# ---- design 1 ----
**config.mk**
```make
export PLATFORM = sky130hd
export DESIGN_NAME = ysyx_22040750_trap_ctrl
export DESIGN_NICKNAME = d
export VERILOG_FILES = /design/src/rtl/ysyx_22040750_trap_ctrl.sv
export SDC_FILE = /design/constraint.sdc
export NUM_CORES = 1
export LEC_CHECK = 0
export CAP_MARGIN = 20
export CORE_MARGIN = 3
export CORE_UTILIZATION = 34
export DETAILED_ROUTE_END_ITERATION = 8
export GPL_ROUTABILITY_DRIVEN = 0
export HOLD_SLACK_MARGIN = 0.06
export PLACE_DENSITY = 0.78
export SLEW_MARGIN = 25
export SYNTH_ARGS = -nofsm -noshare
export SYNTH_HDL_FRONTEND = slang
export SYNTH_SLANG_ARGS = --single-unit
```
**constraint.sdc**
```tcl
create_clock -name I_sys_clk -period 1.4 [get_ports I_sys_clk]
set_input_delay 0.21 -clock I_sys_clk [delete_from_list [all_inputs] [get_ports I_sys_clk]]
set_output_delay 0.21 -clock I_sys_clk [all_outputs]
set_load 0.005 [all_outputs]
```
**src/rtl/ysyx_22040750_trap_ctrl.sv**
```systemverilog
// Trap sequencer: ecall / mret / timer interrupt -> flush, drain, CSR update, fetch redirect.
// Optional vectored-mode target computation under `YSYX_22040750_TRAP_VEC_EN.
module ysyx_22040750_trap_ctrl #(
  parameter int XLEN = 64,
  parameter int PCW  = 32
) (
  input  logic            I_sys_clk,
  input  logic            I_rst_n,
  input  logic            I_WB_valid,
  input  logic            I_WB_ecall,
  input  logic            I_WB_mret,
  input  logic [PCW-1:0]  I_WB_pc,
  input  logic [PCW-1:0]  I_WB_next_pc,
  input  logic            I_timer_intr,
  input  logic            I_mem_busy,
  input  logic [XLEN-1:0] I_csr_rd_data,
  input  logic            I_redirect_ready,
  output logic            O_flush,
  output logic            O_stall_fetch,
  output logic            O_csr_intr_wr,
  output logic            O_csr_intr_rd,
  output logic            O_csr_mret_wr,
  output logic            O_csr_mret_rd,
  output logic [PCW-1:0]  O_intr_pc,
  output logic [XLEN-1:0] O_intr_no,
  output logic            O_redirect_valid,
  output logic [PCW-1:0]  O_redirect_pc,
  output logic            O_busy
);

  typedef enum logic [1:0] {
    S_IDLE     = 2'd0,
    S_DRAIN    = 2'd1,
    S_UPDATE   = 2'd2,
    S_REDIRECT = 2'd3
  } state_t;

  localparam logic            K_TRAP      = 1'b0;
  localparam logic            K_MRET      = 1'b1;
  localparam logic [XLEN-1:0] CAUSE_ECALL = XLEN'(11);
  localparam logic [XLEN-1:0] CAUSE_TIMER = {1'b1, {(XLEN-4){1'b0}}, 3'b111};

  state_t          r_state, w_state;
  logic            r_kind, w_kind;
  logic [PCW-1:0]  r_epc, w_epc;
  logic [XLEN-1:0] r_cause, w_cause;
  logic [PCW-1:0]  r_target, w_target;
  logic [PCW-1:0]  w_base;
  logic [PCW-1:0]  w_csr_target;
  logic            r_flush, r_intr_strb, r_mret_strb, r_redirect_valid, r_busy;
  logic            w_flush, w_intr_strb, w_mret_strb, w_redirect_valid, w_busy;
  logic            w_unused_rd;

  assign w_unused_rd = ^I_csr_rd_data[XLEN-1:PCW];
  assign w_base      = {I_csr_rd_data[PCW-1:2], 2'b00};

  // Redirect target from the pre-write mtvec/mepc read in UPDATE
  always_comb begin
    w_csr_target = w_base;
`ifdef YSYX_22040750_TRAP_VEC_EN
    if (r_kind == K_TRAP && r_cause[XLEN-1] && I_csr_rd_data[1:0] == 2'b01) begin
      w_csr_target = w_base + {{(PCW-8){1'b0}}, r_cause[5:0], 2'b00};
    end else begin
      w_csr_target = w_base;
    end
`endif
  end

  // Next-state and trap-record update
  always_comb begin
    w_state  = r_state;
    w_kind   = r_kind;
    w_epc    = r_epc;
    w_cause  = r_cause;
    w_target = r_target;
    case (r_state)
      S_IDLE: begin
        if (I_WB_valid && I_WB_ecall) begin
          w_kind  = K_TRAP;
          w_epc   = I_WB_pc;
          w_cause = CAUSE_ECALL;
          w_state = S_DRAIN;
        end else if (I_WB_valid && I_WB_mret) begin
          w_kind  = K_MRET;
          w_state = S_DRAIN;
        end else if (I_WB_valid && I_timer_intr) begin
          // Interrupt is taken after the committing instruction
          w_kind  = K_TRAP;
          w_epc   = I_WB_next_pc;
          w_cause = CAUSE_TIMER;
          w_state = S_DRAIN;
        end else begin
          w_state = S_IDLE;
        end
      end
      S_DRAIN: begin
        if (I_mem_busy) begin
          w_state = S_DRAIN;
        end else begin
          w_state = S_UPDATE;
        end
      end
      S_UPDATE: begin
        w_target = w_csr_target;
        w_state  = S_REDIRECT;
      end
      S_REDIRECT: begin
        if (I_redirect_ready) begin
          w_state = S_IDLE;
        end else begin
          w_state = S_REDIRECT;
        end
      end
      default: begin
        w_state = S_IDLE;
      end
    endcase
  end

  // Outputs are decoded from the next state so they can be registered
  always_comb begin
    w_flush          = (r_state == S_IDLE) && (w_state == S_DRAIN);
    w_intr_strb      = (w_state == S_UPDATE) && (r_kind == K_TRAP);
    w_mret_strb      = (w_state == S_UPDATE) && (r_kind == K_MRET);
    w_redirect_valid = (w_state == S_REDIRECT);
    w_busy           = (w_state != S_IDLE);
  end

  // State, trap record and output registers
  always_ff @(posedge I_sys_clk or negedge I_rst_n) begin
    if (!I_rst_n) begin
      r_state          <= S_IDLE;
      r_kind           <= 1'b0;
      r_epc            <= {PCW{1'b0}};
      r_cause          <= {XLEN{1'b0}};
      r_target         <= {PCW{1'b0}};
      r_flush          <= 1'b0;
      r_intr_strb      <= 1'b0;
      r_mret_strb      <= 1'b0;
      r_redirect_valid <= 1'b0;
      r_busy           <= 1'b0;
    end else begin
      r_state          <= w_state;
      r_kind           <= w_kind;
      r_epc            <= w_epc;
      r_cause          <= w_cause;
      r_target         <= w_target;
      r_flush          <= w_flush;
      r_intr_strb      <= w_intr_strb;
      r_mret_strb      <= w_mret_strb;
      r_redirect_valid <= w_redirect_valid;
      r_busy           <= w_busy;
    end
  end

  assign O_flush          = r_flush;
  assign O_stall_fetch    = r_busy;
  assign O_busy           = r_busy;
  assign O_csr_intr_wr    = r_intr_strb;
  assign O_csr_intr_rd    = r_intr_strb;
  assign O_csr_mret_wr    = r_mret_strb;
  assign O_csr_mret_rd    = r_mret_strb;
  assign O_intr_pc        = r_epc;
  assign O_intr_no        = r_cause;
  assign O_redirect_valid = r_redirect_valid;
  assign O_redirect_pc    = r_target;

endmodule

```
**Design 1: M1 wires**

Cells faint in the background.
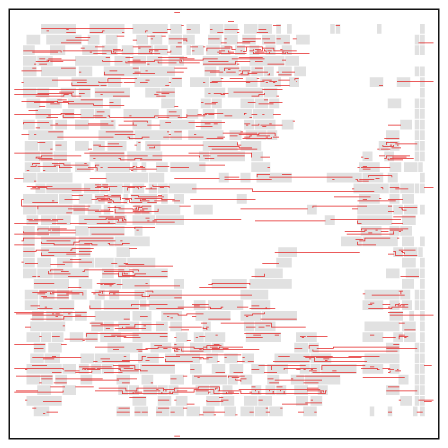
428 nets have wire on it. The longest straight run is 31.0 µm. The layer holds 35% of the routed length. The layer carries 3510 µm of wire.

**Design 1: met2 routing**

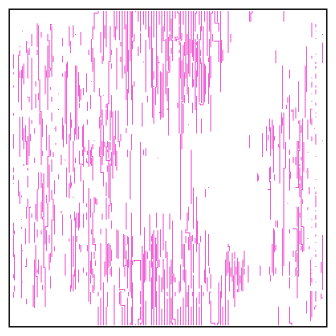
551 nets have wire on it. The layer holds 52% of the routed length. The layer carries 5100 µm of wire. The longest straight run is 39.3 µm.
Via Count: 2798
DRT Wirelength: 9.903 mm
M2 GR Usage: 0.2842

==> impl_metrics.json <==
{
  "outcome": "complete, no violations",
  "p_leak_uw": 0.002590,
  "ys_ff": 73,
  "grt_max_degree": 41,
  "grt_pass1_vias": 2852,
  "fillers": 909,
  "gr-usage-all-layers": 0.1632,
  "top_cell": "dfrtp_1",
  "fin_crit_ps": 1328,
  "p_clk_uw": 1870,
  "top_power_group": "combinational logic",
  "wl_met1_mm": 3.512,
  "r2r_setup_slack_ps": 70,
  "fin_util": 0.5515,
  "cts-root-buf": "clkbuf_8",
  "port-buffer-count": 176,
  "cap_violations": 0,
  "p_seq_uw": 3680,
  "grt.busiest_layer": "met2",
  "sequentialPowerShare": 0.365,
  "startpoint_type": "flop",
  "comb_power_share": 0.450,
  "drcViolationCount": 0,
  "worst-path-stages": 3,
  "slew_viol_final": 0,
  "nets": 613,
  "layout_top_cells": "99 x clkdlybuf4s50_1, 75 x dlygate4sd2_1, 73 x dfrtp_1"
}
[sequential cells by signal, indices dropped and copies added (netlist names)]
signal,count
r_kind,1
O_busy,1
O_redirect_valid,1
O_csr_mret_rd,1
O_csr_intr_rd,1
O_intr_pc,32
r_state,2
O_flush,1
O_redirect_pc,30
O_intr_no,3
[area by class of cell]
cell class | count | share of cell area
Clock inverter | 7 | 0.01772
Sequential cell | 73 | 0.3194
Tap cell | 136 | 0.02975
Clock buffer | 9 | 0.02166
Multi-Input combinational cell | 175 | 0.2538
Inverter | 2 | 0.001313
Timing Repair Buffer | 216 | 0.3564

# ---- design 2 ----
## src/rtl/quick_spi_cmd_sequencer_pkg.sv

```systemverilog
// Shared encodings and default widths for the quick_spi command sequencer.
// The operation encoding matches the one quick_spi itself expects.
package quick_spi_cmd_sequencer_pkg;

  localparam int DEF_INCOMING_DATA_WIDTH = 8;
  localparam int DEF_OUTGOING_DATA_WIDTH = 16;
  localparam int DEF_NUMBER_OF_SLAVES    = 2;
  localparam int DEF_CMD_FIFO_DEPTH      = 4;
  localparam int DEF_TIMEOUT_CYCLES      = 1024;

  typedef enum logic {
    OP_READ  = 1'b0,
    OP_WRITE = 1'b1
  } op_e;

  typedef enum logic [1:0] {
    ST_IDLE  = 2'd0,
    ST_ISSUE = 2'd1,
    ST_BUSY  = 2'd2,
    ST_GAP   = 2'd3
  } state_e;

endpackage

```

## src/rtl/quick_spi_cmd_sequencer_if.sv

```systemverilog
// Host command/response, status and quick_spi-facing signals of the sequencer.
// The slave modport is the sequencer's view; master is the environment's view.
interface quick_spi_cmd_sequencer_if
  import quick_spi_cmd_sequencer_pkg::*;
#(
  parameter int INCOMING_DATA_WIDTH = DEF_INCOMING_DATA_WIDTH,
  parameter int OUTGOING_DATA_WIDTH = DEF_OUTGOING_DATA_WIDTH,
  parameter int NUMBER_OF_SLAVES    = DEF_NUMBER_OF_SLAVES
);

  logic                           cmd_valid;
  logic                           cmd_ready;
  logic [NUMBER_OF_SLAVES-1:0]    cmd_slave;
  logic                           cmd_operation;
  logic [OUTGOING_DATA_WIDTH-1:0] cmd_data;

  logic                           rsp_valid;
  logic                           rsp_ready;
  logic [INCOMING_DATA_WIDTH-1:0] rsp_data;
  logic [NUMBER_OF_SLAVES-1:0]    rsp_slave;

  logic                           busy;
  logic                           timeout_error;
  logic                           clear_error;

  logic                           spi_start_transaction;
  logic [NUMBER_OF_SLAVES-1:0]    spi_slave;
  logic                           spi_operation;
  logic [OUTGOING_DATA_WIDTH-1:0] spi_outgoing_data;
  logic                           spi_end_of_transaction;
  logic [INCOMING_DATA_WIDTH-1:0] spi_incoming_data;

  modport slave (
    input  cmd_valid, cmd_slave, cmd_operation, cmd_data,
    output cmd_ready,
    output rsp_valid, rsp_data, rsp_slave,
    input  rsp_ready,
    output busy, timeout_error,
    input  clear_error,
    output spi_start_transaction, spi_slave, spi_operation, spi_outgoing_data,
    input  spi_end_of_transaction, spi_incoming_data
  );

  modport master (
    output cmd_valid, cmd_slave, cmd_operation, cmd_data,
    input  cmd_ready,
    input  rsp_valid, rsp_data, rsp_slave,
    output rsp_ready,
    input  busy, timeout_error,
    output clear_error,
    input  spi_start_transaction, spi_slave, spi_operation, spi_outgoing_data,
    output spi_end_of_transaction, spi_incoming_data
  );

endinterface

```

## src/rtl/quick_spi_sync_fifo.sv

```systemverilog
// Single-clock first-word-fall-through FIFO with synchronous active-high reset.
// A push while full is dropped; a pop frees its slot only from the next cycle.
module quick_spi_sync_fifo #(
  parameter int WIDTH = 19,
  parameter int DEPTH = 4
) (
  input  logic                       clk,
  input  logic                       reset,
  input  logic                       i_wr_en,
  input  logic [WIDTH-1:0]           i_wr_data,
  input  logic                       i_rd_en,
  output logic [WIDTH-1:0]           o_rd_data,
  output logic                       o_full,
  output logic                       o_empty,
  output logic [$clog2(DEPTH):0]     o_count
);

  localparam int AW = $clog2(DEPTH);
  localparam int CW = AW + 1;

  logic [WIDTH-1:0] r_mem [DEPTH];
  logic [AW-1:0]    r_wr_ptr;
  logic [AW-1:0]    r_rd_ptr;
  logic [CW-1:0]    r_count;
  logic             w_push;
  logic             w_pop;

  assign o_full    = (r_count == CW'(DEPTH));
  assign o_empty   = (r_count == '0);
  assign o_count   = r_count;
  assign o_rd_data = r_mem[r_rd_ptr];
  assign w_push    = i_wr_en && !o_full;
  assign w_pop     = i_rd_en && !o_empty;

  // NOTE: sequential state uses <= so every register samples pre-edge values.
  always_ff @(posedge clk) begin
    if (reset) begin
      r_wr_ptr <= '0;
      r_rd_ptr <= '0;
      r_count  <= '0;
    end else begin
      if (w_push) r_wr_ptr <= r_wr_ptr + AW'(1);
      if (w_pop)  r_rd_ptr <= r_rd_ptr + AW'(1);
      case ({w_push, w_pop})
        2'b10:   r_count <= r_count + CW'(1);
        2'b01:   r_count <= r_count - CW'(1);
        default: r_count <= r_count;
      endcase
    end
  end

  // NOTE: storage is deliberately not reset; pointers and count define validity.
  always_ff @(posedge clk) begin
    if (w_push) r_mem[r_wr_ptr] <= i_wr_data;
  end

endmodule

```

## src/rtl/quick_spi_cmd_sequencer.sv

```systemverilog
// Queues host SPI commands and issues them to quick_spi one at a time,
// returning read data through a valid/ready port and flagging hung transfers.
module quick_spi_cmd_sequencer
  import quick_spi_cmd_sequencer_pkg::*;
#(
  parameter int INCOMING_DATA_WIDTH = DEF_INCOMING_DATA_WIDTH,
  parameter int OUTGOING_DATA_WIDTH = DEF_OUTGOING_DATA_WIDTH,
  parameter int NUMBER_OF_SLAVES    = DEF_NUMBER_OF_SLAVES,
  parameter int CMD_FIFO_DEPTH      = DEF_CMD_FIFO_DEPTH,
  parameter int TIMEOUT_CYCLES      = DEF_TIMEOUT_CYCLES
) (
  input logic                      clk,
  input logic                      reset,
  quick_spi_cmd_sequencer_if.slave bus
);

  localparam int FIFO_W = NUMBER_OF_SLAVES + 1 + OUTGOING_DATA_WIDTH;
  localparam int WD_W   = $clog2(TIMEOUT_CYCLES + 1);

  state_e                         r_state;
  state_e                         w_state_next;
  logic                           w_pop;

  logic [FIFO_W-1:0]              w_fifo_head;
  logic                           w_fifo_full;
  logic                           w_fifo_empty;
  logic [$clog2(CMD_FIFO_DEPTH):0] w_fifo_count;
  logic [NUMBER_OF_SLAVES-1:0]    w_head_slave;
  op_e                            w_head_op;
  logic [OUTGOING_DATA_WIDTH-1:0] w_head_data;

  logic [NUMBER_OF_SLAVES-1:0]    r_slave;
  op_e                            r_op;
  logic [OUTGOING_DATA_WIDTH-1:0] r_data;
  logic                           r_rsp_valid;
  logic [INCOMING_DATA_WIDTH-1:0] r_rsp_data;
  logic [NUMBER_OF_SLAVES-1:0]    r_rsp_slave;
  logic                           r_timeout_error;
  logic [WD_W-1:0]                r_wd_cnt;
  logic                           w_wd_fire;
  logic                           w_read_done;

  quick_spi_sync_fifo #(
    .WIDTH (FIFO_W),
    .DEPTH (CMD_FIFO_DEPTH)
  ) u_cmd_fifo (
    .clk       (clk),
    .reset     (reset),
    .i_wr_en   (bus.cmd_valid),
    .i_wr_data ({bus.cmd_slave, bus.cmd_operation, bus.cmd_data}),
    .i_rd_en   (w_pop),
    .o_rd_data (w_fifo_head),
    .o_full    (w_fifo_full),
    .o_empty   (w_fifo_empty),
    .o_count   (w_fifo_count)
  );

  assign w_head_slave = w_fifo_head[FIFO_W-1 -: NUMBER_OF_SLAVES];
  assign w_head_op    = op_e'(w_fifo_head[OUTGOING_DATA_WIDTH]);
  assign w_head_data  = w_fifo_head[OUTGOING_DATA_WIDTH-1:0];

  // NOTE: every always_comb output gets a default first so no latch is inferred.
  always_comb begin
    w_state_next = r_state;
    w_pop        = 1'b0;
    case (r_state)
      ST_IDLE: begin
        // A READ waits until the previous result is consumed; WRITEs never block.
        if (!w_fifo_empty && (w_head_op == OP_WRITE || !r_rsp_valid)) begin
          w_pop        = 1'b1;
          w_state_next = ST_ISSUE;
        end
      end
      ST_ISSUE: w_state_next = ST_BUSY;
      ST_BUSY:  if (bus.spi_end_of_transaction) w_state_next = ST_GAP;
      ST_GAP:   w_state_next = ST_IDLE;
      default:  w_state_next = ST_IDLE;
    endcase
  end

  always_ff @(posedge clk) begin
    if (reset) r_state <= ST_IDLE;
    else       r_state <= w_state_next;
  end

  // quick_spi clears end_of_transaction next cycle, so data is captured now.
  assign w_read_done = (r_state == ST_BUSY) && bus.spi_end_of_transaction && (r_op == OP_READ);
  // Counter stops one past the threshold so the flag sets once per transfer.
  assign w_wd_fire   = (r_state == ST_BUSY) && (r_wd_cnt == WD_W'(TIMEOUT_CYCLES - 1));

  always_ff @(posedge clk) begin
    if (reset) begin
      r_slave         <= '0;
      r_op            <= OP_READ;
      r_data          <= '0;
      r_rsp_valid     <= 1'b0;
      r_rsp_data      <= '0;
      r_rsp_slave     <= '0;
      r_timeout_error <= 1'b0;
      r_wd_cnt        <= '0;
    end else begin
      if (w_pop) begin
        r_slave <= w_head_slave;
        r_op    <= w_head_op;
        r_data  <= w_head_data;
      end

      if (w_read_done) begin
        r_rsp_valid <= 1'b1;
        r_rsp_data  <= bus.spi_incoming_data;
        r_rsp_slave <= r_slave;
      end else if (r_rsp_valid && bus.rsp_ready) begin
        r_rsp_valid <= 1'b0;
      end

      if (r_state == ST_ISSUE) begin
        r_wd_cnt <= '0;
      end else if (r_state == ST_BUSY && r_wd_cnt != WD_W'(TIMEOUT_CYCLES)) begin
        r_wd_cnt <= r_wd_cnt + WD_W'(1);
      end

      if (w_wd_fire)            r_timeout_error <= 1'b1;
      else if (bus.clear_error) r_timeout_error <= 1'b0;
    end
  end

  assign bus.cmd_ready             = !w_fifo_full;
  assign bus.rsp_valid             = r_rsp_valid;
  assign bus.rsp_data              = r_rsp_data;
  assign bus.rsp_slave             = r_rsp_slave;
  assign bus.busy                  = (r_state != ST_IDLE) || (w_fifo_count != '0);
  assign bus.timeout_error         = r_timeout_error;
  assign bus.spi_start_transaction = (r_state == ST_ISSUE);
  assign bus.spi_slave             = r_slave;
  assign bus.spi_operation         = r_op;
  assign bus.spi_outgoing_data     = r_data;

endmodule
```

## src/flat_wrapper.sv

```systemverilog
// flat-port wrapper written by rule: the top's interface ports become plain ports
module quick_spi_cmd_sequencer_flat import quick_spi_cmd_sequencer_pkg::*;
#(
  parameter int INCOMING_DATA_WIDTH = DEF_INCOMING_DATA_WIDTH,
  parameter int OUTGOING_DATA_WIDTH = DEF_OUTGOING_DATA_WIDTH,
  parameter int NUMBER_OF_SLAVES    = DEF_NUMBER_OF_SLAVES,
  parameter int CMD_FIFO_DEPTH      = DEF_CMD_FIFO_DEPTH,
  parameter int TIMEOUT_CYCLES      = DEF_TIMEOUT_CYCLES
)
  (clk, reset, bus_cmd_valid, bus_cmd_slave, bus_cmd_operation, bus_cmd_data, bus_cmd_ready, bus_rsp_valid, bus_rsp_data, bus_rsp_slave, bus_rsp_ready, bus_busy, bus_timeout_error, bus_clear_error, bus_spi_start_transaction, bus_spi_slave, bus_spi_operation, bus_spi_outgoing_data, bus_spi_end_of_transaction, bus_spi_incoming_data);
  quick_spi_cmd_sequencer_if #(.INCOMING_DATA_WIDTH(INCOMING_DATA_WIDTH), .OUTGOING_DATA_WIDTH(OUTGOING_DATA_WIDTH), .NUMBER_OF_SLAVES(NUMBER_OF_SLAVES)) bus_i ();
  input logic clk;
  input logic reset;
  input wire logic [$bits(bus_i.cmd_valid)-1:0] bus_cmd_valid;
  input wire logic [$bits(bus_i.cmd_slave)-1:0] bus_cmd_slave;
  input wire logic [$bits(bus_i.cmd_operation)-1:0] bus_cmd_operation;
  input wire logic [$bits(bus_i.cmd_data)-1:0] bus_cmd_data;
  output wire logic [$bits(bus_i.cmd_ready)-1:0] bus_cmd_ready;
  output wire logic [$bits(bus_i.rsp_valid)-1:0] bus_rsp_valid;
  output wire logic [$bits(bus_i.rsp_data)-1:0] bus_rsp_data;
  output wire logic [$bits(bus_i.rsp_slave)-1:0] bus_rsp_slave;
  input wire logic [$bits(bus_i.rsp_ready)-1:0] bus_rsp_ready;
  output wire logic [$bits(bus_i.busy)-1:0] bus_busy;
  output wire logic [$bits(bus_i.timeout_error)-1:0] bus_timeout_error;
  input wire logic [$bits(bus_i.clear_error)-1:0] bus_clear_error;
  output wire logic [$bits(bus_i.spi_start_transaction)-1:0] bus_spi_start_transaction;
  output wire logic [$bits(bus_i.spi_slave)-1:0] bus_spi_slave;
  output wire logic [$bits(bus_i.spi_operation)-1:0] bus_spi_operation;
  output wire logic [$bits(bus_i.spi_outgoing_data)-1:0] bus_spi_outgoing_data;
  input wire logic [$bits(bus_i.spi_end_of_transaction)-1:0] bus_spi_end_of_transaction;
  input wire logic [$bits(bus_i.spi_incoming_data)-1:0] bus_spi_incoming_data;
  assign bus_i.cmd_valid = bus_cmd_valid;
  assign bus_i.cmd_slave = bus_cmd_slave;
  assign bus_i.cmd_operation = bus_cmd_operation;
  assign bus_i.cmd_data = bus_cmd_data;
  assign bus_cmd_ready = bus_i.cmd_ready;
  assign bus_rsp_valid = bus_i.rsp_valid;
  assign bus_rsp_data = bus_i.rsp_data;
  assign bus_rsp_slave = bus_i.rsp_slave;
  assign bus_i.rsp_ready = bus_rsp_ready;
  assign bus_busy = bus_i.busy;
  assign bus_timeout_error = bus_i.timeout_error;
  assign bus_i.clear_error = bus_clear_error;
  assign bus_spi_start_transaction = bus_i.spi_start_transaction;
  assign bus_spi_slave = bus_i.spi_slave;
  assign bus_spi_operation = bus_i.spi_operation;
  assign bus_spi_outgoing_data = bus_i.spi_outgoing_data;
  assign bus_i.spi_end_of_transaction = bus_spi_end_of_transaction;
  assign bus_i.spi_incoming_data = bus_spi_incoming_data;
  quick_spi_cmd_sequencer #(.INCOMING_DATA_WIDTH(INCOMING_DATA_WIDTH), .OUTGOING_DATA_WIDTH(OUTGOING_DATA_WIDTH), .NUMBER_OF_SLAVES(NUMBER_OF_SLAVES), .CMD_FIFO_DEPTH(CMD_FIFO_DEPTH), .TIMEOUT_CYCLES(TIMEOUT_CYCLES)) u_core (.clk(clk), .reset(reset), .bus(bus_i));
endmodule
```

## config.mk

```make
export PLATFORM = sky130hd
export DESIGN_NAME = quick_spi_cmd_sequencer_flat
export DESIGN_NICKNAME = d
export VERILOG_FILES = /design/src/rtl/quick_spi_cmd_sequencer_pkg.sv /design/src/rtl/quick_spi_cmd_sequencer_if.sv /design/src/rtl/quick_spi_sync_fifo.sv /design/src/rtl/quick_spi_cmd_sequencer.sv /design/src/flat_wrapper.sv
export SDC_FILE = /design/constraint.sdc
export NUM_CORES = 1
export LEC_CHECK = 0
export CORE_MARGIN = 2
export CORE_UTILIZATION = 40
export CTS_CLUSTER_SIZE = 14
export DETAILED_ROUTE_END_ITERATION = 12
export MAX_ROUTING_LAYER = met4
export PLACE_DENSITY_LB_ADDON = 0.15
export RECOVER_POWER = 25
export SLEW_MARGIN = 5
export SYNTH_ARGS = -nofsm -noshare
export SYNTH_HDL_FRONTEND = slang
export SYNTH_SLANG_ARGS = --single-unit
```

## constraint.sdc

```tcl
create_clock -name clk -period 4.5 [get_ports clk]
set_clock_uncertainty 0.1 [all_clocks]
set_input_delay 0.675 -clock clk [delete_from_list [all_inputs] [get_ports clk]]
set_output_delay 0.675 -clock clk [all_outputs]
set_load 0.05 [all_outputs]
```

**Design 2: M1 wires**

Cells faint in the background.
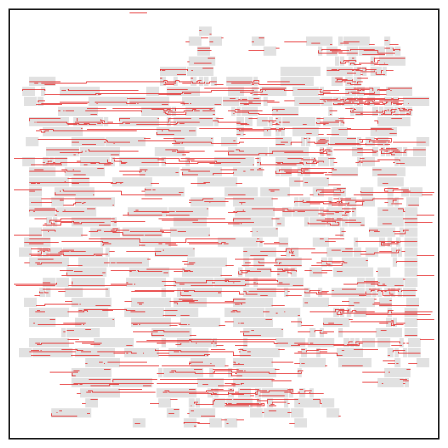
The longest straight run is 30.8 µm. The layer carries 4420 µm of wire. 432 nets have wire on it.
met1 Usage GRT: 0.1925
Via Count: 3024

**Design 2: met2 routing**

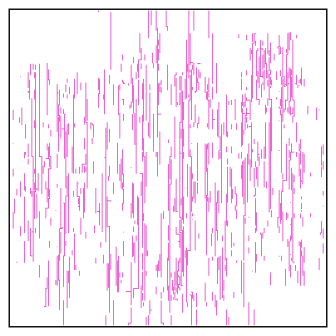
The longest straight run is 47.3 µm. The layer carries 4620 µm of wire. The wires run mostly vertical. The layer holds 48% of the routed length. 393 nets have wire on it.

logic make-up after synthesis:
family                     after synthesis  synth area share
AOI/OAI and AO/OA                       50           0.05574
muxes                                   21           0.09473
DFF                                    129            0.6678
xor gates and xnor gates                10           0.01749
buffers and inverters                   32           0.03224
adders and majority gates               12           0.03149
and+or+nand+nor                        113            0.1005
power by group through the flow:
stage | Combinational (µW) | Clock, µW | Sequential [µW]
finish | 1200 | 1360 | 1530
global route | 1290 | 1430 | 1550
CTS | 1220 | 1380 | 1530
detailed placement | 1220 | 0 | 1550
global placement | 1200 | 0 | 1550
floorplan | 617 | 0 | 1810
==> impl_metrics.json <==
{
  "outcome": "complete, no violations",
  "buffer_area_frac": 0.1081,
  "layout_top_cells": "76 x edfxtp_1, 68 x nand2_1, 53 x dfxtp_1",
  "fin_crit_ps": 3189,
  "drcViolationCount": 0,
  "clkCellAreaFrac": 0.09144,
  "top_area_frac": 0.4559,
  "cp-endpoint": "bus_busy",
  "die_h_um": 115.9,
  "sequentialPowerShare": 0.374,
  "tns_ps": 0,
  "seq_cells": 129,
  "ys_cells": 367,
  "yosys_area_um2": 5006,
  "rr_worst_depth": 11,
  "rows": 40,
  "clkbuf_count": 24,
  "syn_inst": 367,
  "power.total_uw": 4085,
  "dominant_cells": "registers",
  "netlist_top_cells_count": "76 x edfxtp_1, 68 x nand2_1, 53 x dfxtp_1",
  "ctsResizeCount": 0,
  "grt_pass1_wl_mm": 15.37,
  "comb_power_share": 0.293,
  "drive_gt1_frac": 0.1060,
  "slowest_delay_ps": 740,
  "log.warning_count": 33,
  "antennaDiodeCount": 0,
  "arrival_ps": 2410,
  "clock_latency_ps": 420,
  "use_met3": 0.04759
}

# ---- design 3 ----
**Design 3: M1 wires**

Cells faint in the background.
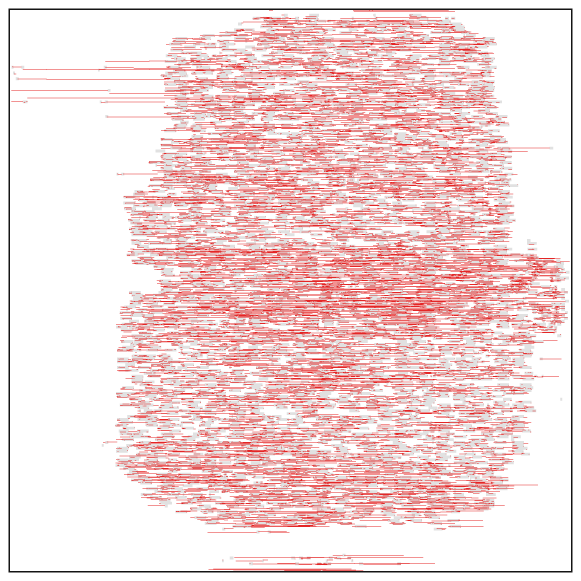
**Design 3: met2 routing**

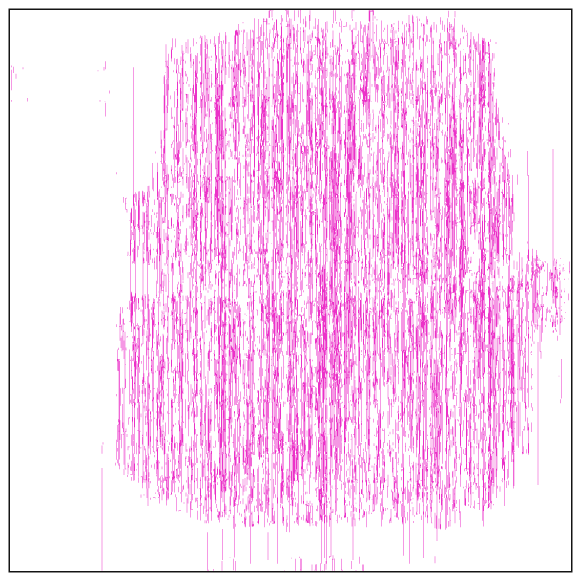
### src/rtl/dm_load_ctrl_pkg.sv
// dm_load_ctrl_pkg
// Shared definitions for the PE data-memory load controller: default data
// width, command mode encodings, FSM state encoding and the mode-to-strobe
// decode used by the controller.
package dm_load_ctrl_pkg;

    localparam int DEF_DATA_WIDTH = 16;
    localparam int DEF_WORD_W     = 2 * DEF_DATA_WIDTH;

    localparam logic [1:0] MODE_LOAD  = 2'b00;
    localparam logic [1:0] MODE_SHIFT = 2'b01;
    localparam logic [1:0] MODE_TX    = 2'b10;

    typedef enum logic [1:0] {
        IDLE  = 2'b00,
        FILL  = 2'b01,
        DRAIN = 2'b10,
        TAIL  = 2'b11
    } state_t;

    // Returns {wec, web, wea}; the reserved mode selects nothing.
    function automatic logic [2:0] mode_to_en(input logic [1:0] mode);
        logic [2:0] en;
        // NOTE: default first, then the case; every path assigns en, so no latch.
        en = 3'b000;
        case (mode)
            MODE_LOAD:  en = 3'b001;
            MODE_SHIFT: en = 3'b010;
            MODE_TX:    en = 3'b100;
            default:    en = 3'b000;
        endcase
        return en;
    endfunction

endpackage

### src/rtl/dm_burst_buf.sv
// dm_burst_buf
// One-burst word buffer: synchronous write port, asynchronous read port
// (distributed RAM).
// Ports:
//   clk    clock
//   we     write enable
//   waddr  write address
//   wdata  write data
//   raddr  read address
//   rdata  read data (combinational from raddr)
module dm_burst_buf #(
    parameter int WIDTH  = 32,
    parameter int DEPTH  = 64,
    parameter int ADDR_W = 6
) (
    input  logic              clk,
    input  logic              we,
    input  logic [ADDR_W-1:0] waddr,
    input  logic [WIDTH-1:0]  wdata,
    input  logic [ADDR_W-1:0] raddr,
    output logic [WIDTH-1:0]  rdata
);

    logic [WIDTH-1:0] mem [DEPTH];

    // NOTE: the array has no reset; every word is written during FILL before
    // DRAIN reads it, and a resettable array would not map to distributed RAM.
    always_ff @(posedge clk) begin
        if (we) begin
            mem[waddr] <= wdata;
        end
    end

    assign rdata = mem[raddr];

endmodule

### src/rtl/dm_load_ctrl.sv
// dm_load_ctrl
// Buffers one burst from a valid/ready word stream, then replays it to the
// PE data memory as exactly cmd_len back-to-back write-enable cycles. dina
// lags its enable by one cycle to line up with the memory's registered
// write address.
// Ports:
//   clk, rst                     clock, asynchronous active-low reset
//   cmd_valid/cmd_ready          command handshake
//   cmd_mode, cmd_len            00 LOAD(wea) 01 SHIFT(web) 10 TX(wec); length 1..MAX_LEN
//   s_valid/s_ready/s_data       stream word handshake
//   wea, web, wec, dina          memory write strobes and write data
//   busy                         high whenever not IDLE
//   done                         one-cycle pulse at burst completion
//   err                          one-cycle pulse after an illegal command
module dm_load_ctrl
    import dm_load_ctrl_pkg::*;
#(
    parameter int DATA_WIDTH = DEF_DATA_WIDTH,
    parameter int MAX_LEN    = 64,
    parameter int LEN_W      = 7
) (
    input  logic                    clk,
    input  logic                    rst,
    input  logic                    cmd_valid,
    output logic                    cmd_ready,
    input  logic [1:0]              cmd_mode,
    input  logic [LEN_W-1:0]        cmd_len,
    input  logic                    s_valid,
    output logic                    s_ready,
    input  logic [2*DATA_WIDTH-1:0] s_data,
    output logic                    wea,
    output logic                    web,
    output logic                    wec,
    output logic [2*DATA_WIDTH-1:0] dina,
    output logic                    busy,
    output logic                    done,
    output logic                    err
);

    localparam int WORD_W = 2 * DATA_WIDTH;
    localparam int ADDR_W = (MAX_LEN > 1) ? $clog2(MAX_LEN) : 1;

    state_t            state;
    logic [1:0]        mode_q;
    logic [ADDR_W-1:0] len_m1;   // burst length minus one
    logic [ADDR_W-1:0] cnt;      // write index in FILL, read index in DRAIN
    logic [2:0]        en_q;     // {wec, web, wea}
    logic [WORD_W-1:0] rd_word;
    logic              cmd_fire;
    logic              cmd_bad;
    logic              wr_en;

    assign cmd_fire = cmd_valid && cmd_ready;
    assign cmd_bad  = (cmd_len == '0) || (cmd_len > LEN_W'(MAX_LEN)) || (cmd_mode == 2'b11);
    assign wr_en    = (state == FILL) && s_valid && s_ready;

    assign {wec, web, wea} = en_q;
    assign busy            = (state != IDLE);

    dm_burst_buf #(
        .WIDTH  (WORD_W),
        .DEPTH  (MAX_LEN),
        .ADDR_W (ADDR_W)
    ) u_buf (
        .clk   (clk),
        .we    (wr_en),
        .waddr (cnt),
        .wdata (s_data),
        .raddr (cnt),
        .rdata (rd_word)
    );

    // NOTE: all state and outputs here use <= so every register samples the
    // pre-edge values; blocking assignments would create order-dependent races.
    always_ff @(posedge clk or negedge rst) begin
        if (!rst) begin
            state     <= IDLE;
            mode_q    <= MODE_LOAD;
            len_m1    <= '0;
            cnt       <= '0;
            en_q      <= 3'b000;
            cmd_ready <= 1'b0;
            s_ready   <= 1'b0;
            dina      <= '0;
            done      <= 1'b0;
            err       <= 1'b0;
        end else begin
            done <= 1'b0;
            err  <= 1'b0;
            case (state)
                IDLE: begin
                    // Re-arms one cycle after entering IDLE, so a command can
                    // never be taken in the done cycle.
                    cmd_ready <= 1'b1;
                    if (cmd_fire) begin
                        cmd_ready <= 1'b0;
                        mode_q    <= cmd_mode;
                        len_m1    <= ADDR_W'(cmd_len - LEN_W'(1));
                        if (cmd_bad) begin
                            err <= 1'b1;
                        end else begin
                            state   <= FILL;
                            cnt     <= '0;
                            s_ready <= 1'b1;
                        end
                    end
                end
                FILL: begin
                    if (wr_en) begin
                        if (cnt == len_m1) begin
                            state   <= DRAIN;
                            cnt     <= '0;
                            s_ready <= 1'b0;
                            en_q    <= mode_to_en(mode_q);
                        end else begin
                            cnt <= cnt + 1'b1;
                        end
                    end
                end
                DRAIN: begin
                    // Word k appears one cycle after enable cycle k.
                    dina <= rd_word;
                    if (cnt == len_m1) begin
                        state <= TAIL;
                        en_q  <= 3'b000;
                    end else begin
                        cnt <= cnt + 1'b1;
                    end
                end
                TAIL: begin
                    state <= IDLE;
                    cnt   <= '0;
                    dina  <= '0;
                    done  <= 1'b1;
                end
                default: state <= IDLE;
            endcase
        end
    end

endmodule

### config.mk
export PLATFORM = sky130hd
export DESIGN_NAME = dm_load_ctrl
export DESIGN_NICKNAME = d
export VERILOG_FILES = /design/src/rtl/dm_load_ctrl_pkg.sv /design/src/rtl/dm_burst_buf.sv /design/src/rtl/dm_load_ctrl.sv
export SDC_FILE = /design/constraint.sdc
export NUM_CORES = 2
export LEC_CHECK = 0
export CORE_UTILIZATION = 29
export DETAILED_ROUTE_END_ITERATION = 6
export PLACE_DENSITY = 0.49
export SLEW_MARGIN = 20
export SYNTH_ARGS = -nofsm -noshare
export SYNTH_HDL_FRONTEND = slang
export SYNTH_HIERARCHICAL = 1
export SYNTH_SLANG_ARGS = --single-unit
### constraint.sdc
create_clock -name clk -period 9.5 [get_ports clk]
set_input_delay 1.425 -clock clk [delete_from_list [all_inputs] [get_ports clk]]
set_output_delay 1.425 -clock clk [all_outputs]
set_load 0.02 [all_outputs]
==> impl_metrics.json <==
{
  "rows": 192,
  "clkCellAreaFrac": 0.07016,
  "top_area_cell": "edfxtp_1",
  "syn_area_um2": 80420,
  "outcome": "complete, no violations",
  "nets": 3809,
  "p_seq_uw": 10500,
  "tns_ps": 0,
  "r2r_setup_slack_ps": 4990,
  "cts-buffers-inserted": 211,
  "critPathCaptureType": "flop",
  "antenna_found_initial": 13,
  "clkbuf_count": 298,
  "finalClockSkew_ps": 42.31,
  "wl_met1_mm": 91.29,
  "place_congestion": 0.7641,
  "crit_type": "flop to flop",
  "drcViolationCount": 0,
  "mux_share": 0.1690,
  "nMultiInputCombCells": 1222,
  "holdPathStages": 1,
  "rsz0062_at_grt": "false",
  "vdd_drop_max_mv": 0.1780,
  "overflow": 0,
  "seq_cells": 2103,
  "cap_violations": 0,
  "avgSynthCellArea_um2": 22.83,
  "startpoint_type": "flop",
  "ff_latch_area_um2": 62890,
  "fillers": 25540,
  "buffer_area_frac": 0.01954
}
About 'M1 wires' of design 3:
3678 nets have wire on it. The layer holds 42% of the routed length.

About 'met2 routing' of design 3:
The layer carries 107 mm of wire. The longest straight run is 236 µm. 3351 nets have wire on it. The layer holds 49% of the routed length. The wires run mostly vertical.
M2 GR Usage: 0.2586
Via Count: 37410
DRT Wirelength: 218.0 mm

==> sequential cells by signal (all words and copies together), names as in the netlist <==
name       count
u_buf/mem   2048
dina          32
len_m1         6
s_ready        1
en_q           3
state          2
mode_q         2
cnt            6
err            1
cmd_ready      1
done           1
==> per-stage QoR <==
stage	hold slack [ps]	util	worst slack, ps	std cells	instance area, µm²
finish	504.5	0.3386	4987	7621	92980
global route	523.4	0.3386	4934	7619	92970
CTS	499.8	0.3383	4957	7616	92900
detailed placement	493.0	0.3146	4495	7228	86370
global placement	487.5	0.3143	4508	7226	86310
floorplan	468.9	-	4821	3522	80420

# ---- design 4 ----
**Design 4: M1 wires**

Cells faint in the background.
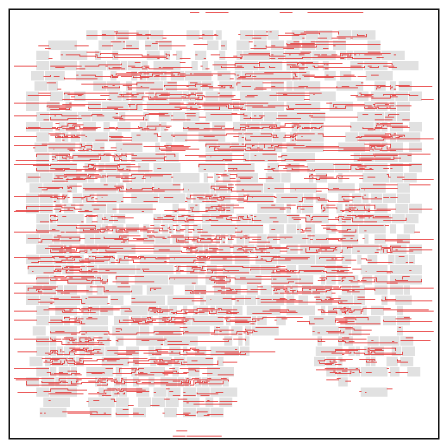
**Design 4: met2 routing**

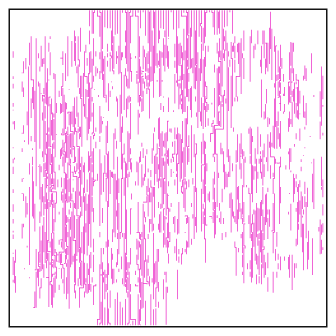
**Design 4: the metal 3 layer**

Cells faint in the background.
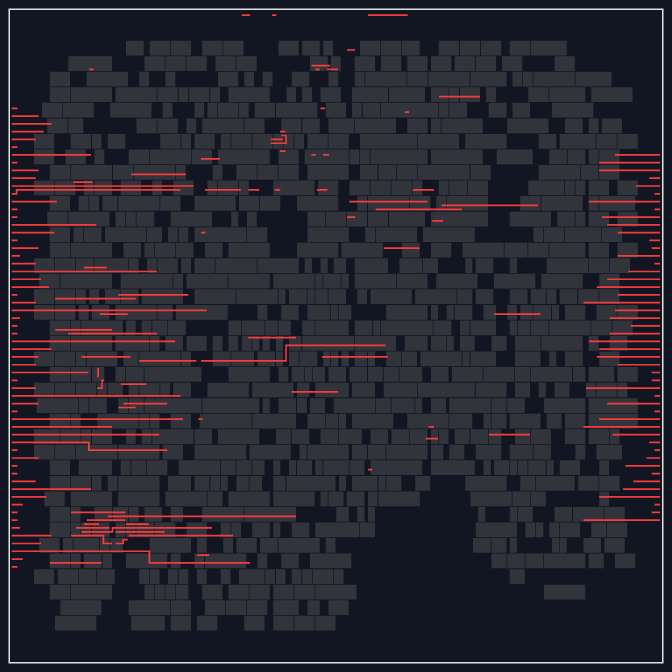
### src/rtl/store_monitor_if.sv
// Bundles the processor data-memory write port observed by the store monitor
// together with the monitor's verdict outputs.
interface store_monitor_if;
    logic        memwrite;
    logic [31:0] pc;
    logic [31:0] aluout;
    logic [31:0] writedata;
    logic        done;
    logic        pass;
    logic        fail;
    logic [1:0]  fail_code;
    logic [15:0] store_count;
    logic [31:0] bad_data;
    logic [31:0] last_pc;
    logic [1:0]  dbg_state;

    // No handshake: memwrite is a one-cycle strobe that qualifies aluout/writedata
    // on every rising edge; the monitor never back-pressures the processor.
    modport master (
        output memwrite, pc, aluout, writedata,
        input  done, pass, fail, fail_code, store_count, bad_data, last_pc, dbg_state
    );

    modport slave (
        input  memwrite, pc, aluout, writedata,
        output done, pass, fail, fail_code, store_count, bad_data, last_pc, dbg_state
    );
endinterface

### src/rtl/store_monitor.sv
// Watches processor stores for the final result write and latches a sticky
// pass/fail verdict, with a cycle-count timeout as the fallback verdict.
module store_monitor #(
    parameter logic [31:0] EXP_ADDR = 32'h00000054,
    parameter logic [31:0] EXP_DATA = 32'h00000007,
    parameter logic [15:0] TIMEOUT  = 16'd1000
) (
    input logic           clk,
    input logic           reset,
    store_monitor_if.slave bus
);

    typedef enum logic [1:0] {
        ST_RUN  = 2'd0,
        ST_PASS = 2'd1,
        ST_FAIL = 2'd2
    } state_t;

    localparam logic [15:0] LP_LAST_CYCLE = TIMEOUT - 16'd1;

    state_t      r_state, w_next_state;
    logic [15:0] r_cycles, w_next_cycles;
    logic [15:0] r_store_count, w_next_store_count;
    logic [1:0]  r_fail_code, w_next_fail_code;
    logic [31:0] r_bad_data, w_next_bad_data;
    logic [31:0] r_last_pc, w_next_last_pc;
    logic        r_pass, r_fail;
    logic        w_hit, w_match, w_timeout;

    assign w_hit     = bus.memwrite && (bus.aluout == EXP_ADDR);
    assign w_match   = (bus.writedata == EXP_DATA);
    assign w_timeout = (r_cycles == LP_LAST_CYCLE);

    always_comb begin
        w_next_state       = r_state;
        w_next_cycles      = r_cycles;
        w_next_store_count = r_store_count;
        w_next_fail_code   = r_fail_code;
        w_next_bad_data    = r_bad_data;
        w_next_last_pc     = r_last_pc;
        if (r_state == ST_RUN) begin
            w_next_cycles = r_cycles + 16'd1;
            if (bus.memwrite && (r_store_count != 16'hFFFF)) begin
                w_next_store_count = r_store_count + 16'd1;
            end
            // The result store wins over a timeout landing on the same edge.
            if (w_hit) begin
                w_next_last_pc = bus.pc;
                if (w_match) begin
                    w_next_state = ST_PASS;
                end else begin
                    w_next_state     = ST_FAIL;
                    w_next_fail_code = 2'b01;
                    w_next_bad_data  = bus.writedata;
                end
            end else if (w_timeout) begin
                w_next_state     = ST_FAIL;
                w_next_fail_code = 2'b10;
                w_next_last_pc   = bus.pc;
            end
        end
    end

    always_ff @(posedge clk) begin
        if (reset) begin
            r_state       <= ST_RUN;
            r_cycles      <= 16'd0;
            r_store_count <= 16'd0;
            r_fail_code   <= 2'b00;
            r_bad_data    <= 32'd0;
            r_last_pc     <= 32'd0;
            r_pass        <= 1'b0;
            r_fail        <= 1'b0;
        end else begin
            r_state       <= w_next_state;
            r_cycles      <= w_next_cycles;
            r_store_count <= w_next_store_count;
            r_fail_code   <= w_next_fail_code;
            r_bad_data    <= w_next_bad_data;
            r_last_pc     <= w_next_last_pc;
            r_pass        <= (w_next_state == ST_PASS);
            r_fail        <= (w_next_state == ST_FAIL);
        end
    end

    assign bus.done        = r_pass | r_fail;
    assign bus.pass        = r_pass;
    assign bus.fail        = r_fail;
    assign bus.fail_code   = r_fail_code;
    assign bus.store_count = r_store_count;
    assign bus.bad_data    = r_bad_data;
    assign bus.last_pc     = r_last_pc;
    assign bus.dbg_state   = r_state;

endmodule

### src/flat_wrapper.sv
// flat-port wrapper written by rule: the top's interface ports become plain ports
module store_monitor_flat 
#(
    parameter logic [31:0] EXP_ADDR = 32'h00000054,
    parameter logic [31:0] EXP_DATA = 32'h00000007,
    parameter logic [15:0] TIMEOUT  = 16'd1000
)
  (clk, reset, bus_memwrite, bus_pc, bus_aluout, bus_writedata, bus_done, bus_pass, bus_fail, bus_fail_code, bus_store_count, bus_bad_data, bus_last_pc, bus_dbg_state);
  store_monitor_if bus_i ();
  input logic clk;
  input logic reset;
  input wire logic [$bits(bus_i.memwrite)-1:0] bus_memwrite;
  input wire logic [$bits(bus_i.pc)-1:0] bus_pc;
  input wire logic [$bits(bus_i.aluout)-1:0] bus_aluout;
  input wire logic [$bits(bus_i.writedata)-1:0] bus_writedata;
  output wire logic [$bits(bus_i.done)-1:0] bus_done;
  output wire logic [$bits(bus_i.pass)-1:0] bus_pass;
  output wire logic [$bits(bus_i.fail)-1:0] bus_fail;
  output wire logic [$bits(bus_i.fail_code)-1:0] bus_fail_code;
  output wire logic [$bits(bus_i.store_count)-1:0] bus_store_count;
  output wire logic [$bits(bus_i.bad_data)-1:0] bus_bad_data;
  output wire logic [$bits(bus_i.last_pc)-1:0] bus_last_pc;
  output wire logic [$bits(bus_i.dbg_state)-1:0] bus_dbg_state;
  assign bus_i.memwrite = bus_memwrite;
  assign bus_i.pc = bus_pc;
  assign bus_i.aluout = bus_aluout;
  assign bus_i.writedata = bus_writedata;
  assign bus_done = bus_i.done;
  assign bus_pass = bus_i.pass;
  assign bus_fail = bus_i.fail;
  assign bus_fail_code = bus_i.fail_code;
  assign bus_store_count = bus_i.store_count;
  assign bus_bad_data = bus_i.bad_data;
  assign bus_last_pc = bus_i.last_pc;
  assign bus_dbg_state = bus_i.dbg_state;
  store_monitor #(.EXP_ADDR(EXP_ADDR), .EXP_DATA(EXP_DATA), .TIMEOUT(TIMEOUT)) u_core (.clk(clk), .reset(reset), .bus(bus_i));
endmodule
### config.mk
export PLATFORM = sky130hd
export DESIGN_NAME = store_monitor_flat
export DESIGN_NICKNAME = d
export VERILOG_FILES = /design/src/rtl/store_monitor_if.sv /design/src/rtl/store_monitor.sv /design/src/flat_wrapper.sv
export SDC_FILE = /design/constraint.sdc
export NUM_CORES = 1
export LEC_CHECK = 0
export CORE_MARGIN = 4
export CORE_UTILIZATION = 38
export DETAILED_ROUTE_END_ITERATION = 10
export PLACE_DENSITY = 0.72
export SETUP_SLACK_MARGIN = 0.15
export SLEW_MARGIN = 25
export SYNTH_ARGS = -nofsm -noshare
export SYNTH_HDL_FRONTEND = slang
export SYNTH_SLANG_ARGS = --single-unit
### constraint.sdc
create_clock -name clk -period 1.9 [get_ports clk]
set_input_delay 0.285 -clock clk [delete_from_list [all_inputs] [get_ports clk]]
set_output_delay 0.285 -clock clk [all_outputs]
set_load 0.005 [all_outputs]
==> impl_metrics.json <==
{
  "outcome": "complete, but fails checks",
  "violations": "setup timing",
  "rows": 38,
  "cp_top_family": "simple AND/OR/NAND/NOR gates",
  "wl_met2_mm": 8.169,
  "cts_setup_buffers": 10,
  "dp.cells": 847,
  "antennaDiodeCount": 0,
  "grt_max_degree": 51,
  "place_congestion": 0.8571,
  "ctsResizeCount": 161,
  "via_per_inst": 5.588,
  "rsz0062_at_grt": "true",
  "io_pins": 186,
  "sequentialPowerShare": 0.507,
  "setup_viol": 2,
  "fin_ws_ps": -16.48
}
Notes on 'M1 wires' of design 4 above:
The layer carries 6710 µm of wire. The longest straight run is 35.4 µm. The wires run mostly horizontal. 750 nets have wire on it.

Notes on 'met2 routing' of design 4 above:
775 nets have wire on it. The longest straight run is 53.4 µm. The layer holds 50% of the routed length. The wires run mostly vertical. The layer carries 8170 µm of wire.
Via Count: 4962
M2 GR Usage: 0.3868
DRT Wirelength: 16.48 mm

Notes on 'the metal 3 layer' of design 4 above:
The layer carries 1230 µm of wire. 149 nets have wire on it.
M3 GR Usage: 0.05973

==> metrics by stage <==
| stage | area, µm² | worst slack, ps | TNS (ps) | util | hold WS (ps) |
|---|---|---|---|---|---|
| after floorplan | 4504 | 37.41 | 0 | - | 436.9 |
| after global placement | 6739 | -492.4 | -33210 | 0.6162 | 449.6 |
| after detailed placement | 6739 | -578.7 | -38730 | 0.6162 | 455.2 |
| after CTS | 7546 | 33.62 | 0 | 0.6900 | 271.9 |
| after global routing | 8011 | -73.54 | -843.4 | 0.7326 | 303.2 |
| final | 8011 | -16.48 | -32.77 | 0.7326 | 276.6 |

# ---- design 5 ----
<file path="src/rtl/fifo_sync_param.sv">
// Parametrised synchronous FIFO with occupancy count, almost-full/empty decodes and sticky errors.
// Define FIFO_FWFT_EN for first-word-fall-through reads; default is a registered 1-cycle read.
module fifo_sync_param #(
    parameter int DATA_WIDTH  = 8,
    parameter int INDEX_WIDTH = 2,
    parameter int AF_MARGIN   = 1,
    parameter int AE_MARGIN   = 1
) (
    input  logic                  clk,
    input  logic                  rst,
    input  logic                  wr_en,
    input  logic [DATA_WIDTH-1:0] wr_data,
    input  logic                  rd_en,
    output logic [DATA_WIDTH-1:0] rd_data,
    output logic                  rd_valid,
    output logic                  full,
    output logic                  empty,
    output logic                  almost_full,
    output logic                  almost_empty,
    output logic [INDEX_WIDTH:0]  count,
    output logic                  overflow,
    output logic                  underflow,
    input  logic                  err_clr
);

    localparam int DEPTH = 1 << INDEX_WIDTH;
    localparam int CW    = INDEX_WIDTH + 1;
    localparam logic [CW-1:0] DEPTH_LVL = CW'(DEPTH);
    localparam logic [CW-1:0] AF_LVL    = CW'(DEPTH - AF_MARGIN);
    localparam logic [CW-1:0] AE_LVL    = CW'(AE_MARGIN);

    logic [DATA_WIDTH-1:0]  mem [DEPTH];
    logic [INDEX_WIDTH-1:0] wr_ptr;
    logic [INDEX_WIDTH-1:0] rd_ptr;
    logic                   wr_acc;
    logic                   rd_acc;

    always_comb begin
        full         = (count == DEPTH_LVL);
        empty        = (count == '0);
        almost_full  = (count >= AF_LVL);
        almost_empty = (count <= AE_LVL);
        rd_acc       = rd_en && !empty;
        // A pop in the same cycle frees the slot, so a write at full is still taken.
        wr_acc       = wr_en && (!full || rd_acc);
    end

    always_ff @(posedge clk) begin
        if (wr_acc) begin
            mem[wr_ptr] <= wr_data;
        end
    end

    always_ff @(posedge clk or posedge rst) begin
        if (rst) begin
            wr_ptr    <= '0;
            rd_ptr    <= '0;
            count     <= '0;
            overflow  <= 1'b0;
            underflow <= 1'b0;
        end else begin
            if (wr_acc) begin
                wr_ptr <= wr_ptr + 1'b1;
            end
            if (rd_acc) begin
                rd_ptr <= rd_ptr + 1'b1;
            end
            case ({wr_acc, rd_acc})
                2'b10:   count <= count + 1'b1;
                2'b01:   count <= count - 1'b1;
                default: count <= count;
            endcase
            if (wr_en && !wr_acc) begin
                overflow <= 1'b1;
            end else if (err_clr) begin
                overflow <= 1'b0;
            end
            if (rd_en && empty) begin
                underflow <= 1'b1;
            end else if (err_clr) begin
                underflow <= 1'b0;
            end
        end
    end

`ifdef FIFO_FWFT_EN
    // Masked when empty so the output reads zero out of reset instead of stale storage.
    always_comb begin
        rd_valid = !empty;
        rd_data  = empty ? '0 : mem[rd_ptr];
    end
`else
    always_ff @(posedge clk or posedge rst) begin
        if (rst) begin
            rd_data  <= '0;
            rd_valid <= 1'b0;
        end else begin
            rd_valid <= rd_acc;
            if (rd_acc) begin
                rd_data <= mem[rd_ptr];
            end
        end
    end
`endif

endmodule

</file>
<file path="config.mk">
export PLATFORM = sky130hd
export DESIGN_NAME = fifo_sync_param
export DESIGN_NICKNAME = d
export VERILOG_FILES = /design/src/rtl/fifo_sync_param.sv
export SDC_FILE = /design/constraint.sdc
export NUM_CORES = 1
export LEC_CHECK = 0
export CORE_ASPECT_RATIO = 1.1
export CORE_MARGIN = 1.5
export CORE_UTILIZATION = 35
export DETAILED_ROUTE_END_ITERATION = 12
export HOLD_SLACK_MARGIN = 0.03
export PLACE_DENSITY = 0.56
export SLEW_MARGIN = 5
export SYNTH_ARGS = -nofsm -noshare
export SYNTH_HDL_FRONTEND = slang
export SYNTH_SLANG_ARGS = --single-unit
</file>
<file path="constraint.sdc">
create_clock -name clk -period 2.3 [get_ports clk]
set_clock_uncertainty 0.2 [all_clocks]
set_input_delay 0.23 -clock clk [delete_from_list [all_inputs] [get_ports clk]]
set_output_delay 0.23 -clock clk [all_outputs]
set_load 0.01 [all_outputs]
</file>
**Design 5: M1 wires**

Cells faint in the background.
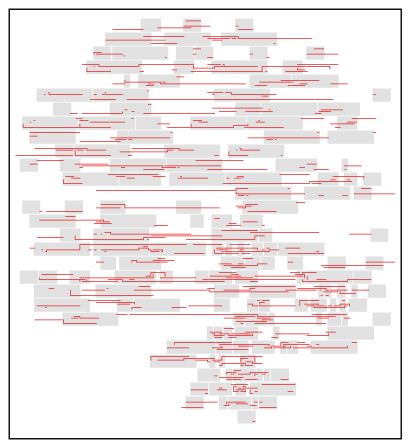
162 nets have wire on it. The wires run mostly horizontal. The layer holds 47% of the routed length. The layer carries 1740 µm of wire.

## flip-flops by register name (all words and copies together), names as in the netlist
signal     count
rd_valid       1
underflow      1
count          3
rd_data        8
wr_ptr         2
overflow       1
mem           32
rd_ptr         2
## critical path, cell delays in order (launching register included)
cell and delay [ps]:
dfrtp_2 450, inv_2 100, ha_1 170, nand2b_1 100, inv_1 80, clkdlybuf4s50_1 530
## power groups by stage
stage	logic, µW	registers (µW)	clock network, µW
floorplan	720	1410	0
global placement	1260	1400	0
detailed placement	1290	1410	0
CTS	1300	1390	527
global route	1410	1430	561
finish	1280	1390	506
==> impl_metrics.json <==
{
  "yosys_warnings": 0,
  "dr.max_layer_used": "met4",
  "yosysUniqueCellTypes": 20,
  "outcome": "complete, no violations",
  "cts_tree": "done",
  "grt_pass1_vias": 1191,
  "grt_pass1_wl_mm": 5.968,
  "yosys_area_um2": 2046,
  "via_count": 1092,
  "wl_met2_mm": 1.774,
  "die_area_um2": 6313,
  "vdd_drop_max_mv": 0.5776,
  "drcViolationCount": 0,
  "compound_area_frac": 0.02630,
  "ys_cells": 120,
  "mux_share": 0.1376,
  "crit_start": "count[0]$_DFFE_PP0P_",
  "slew_headroom": 0.6977,
  "core_area_um2": 5697
}


==> layout pictures side by side <==
The metal 3 layer.
Cells faint in the background.
Plate I
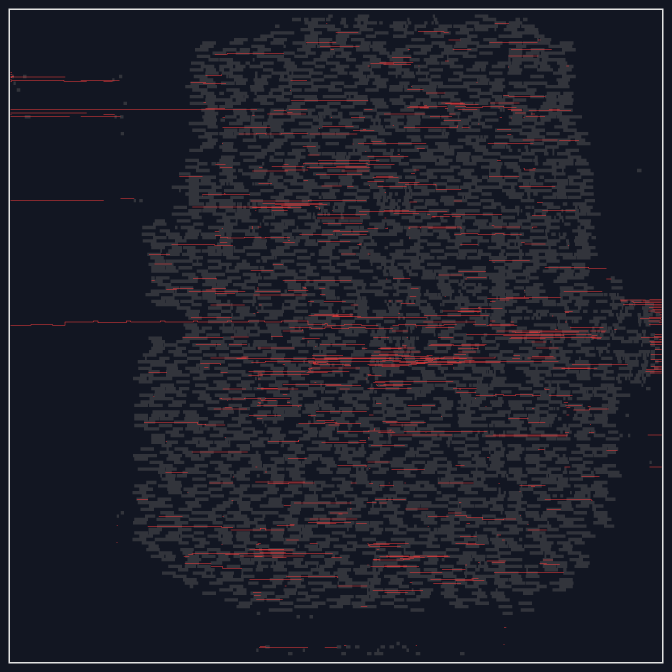
Plate II
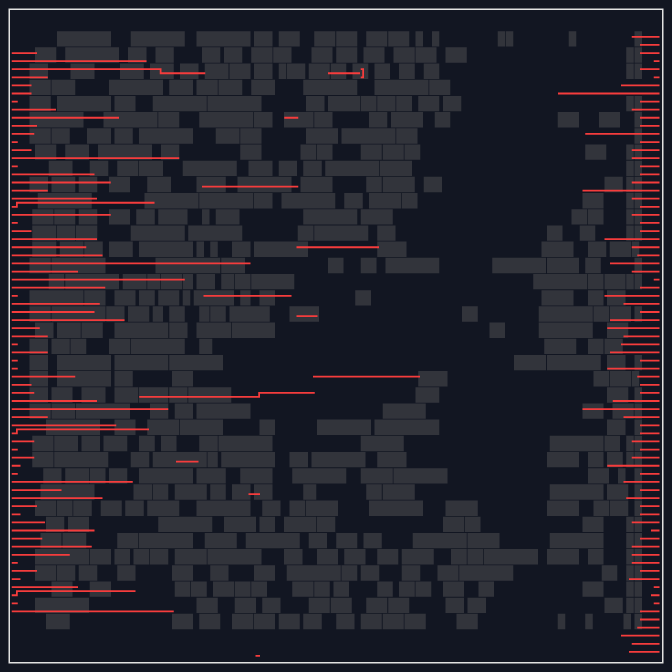
Plate III
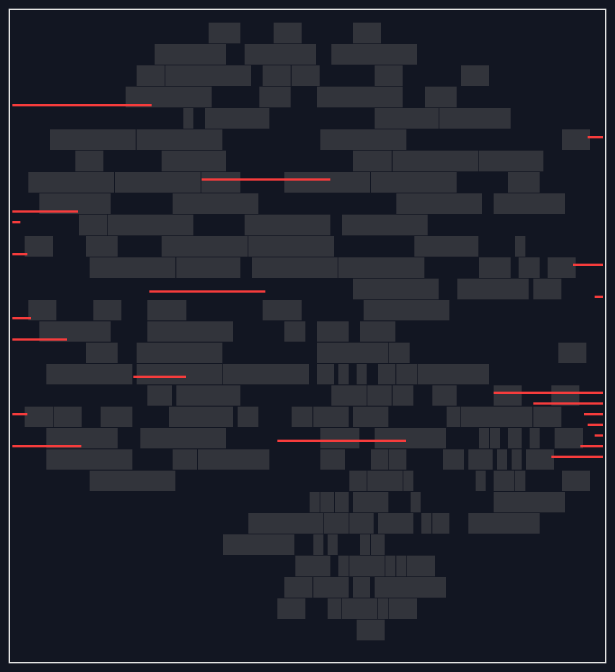
Plate IV
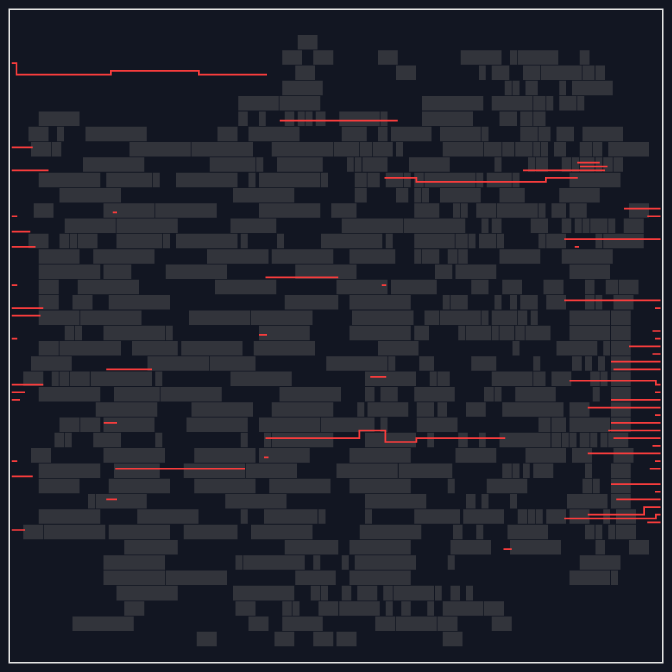
| picture | from |
|---|---|
| Plate IV | design 2 |
| Plate I | design 3 |
| Plate II | design 1 |
| Plate III | design 5 |

Key to Plate II:
The layer carries 1170 µm of wire. The wires run mostly horizontal.

Power and IR drop assume default switching activity.
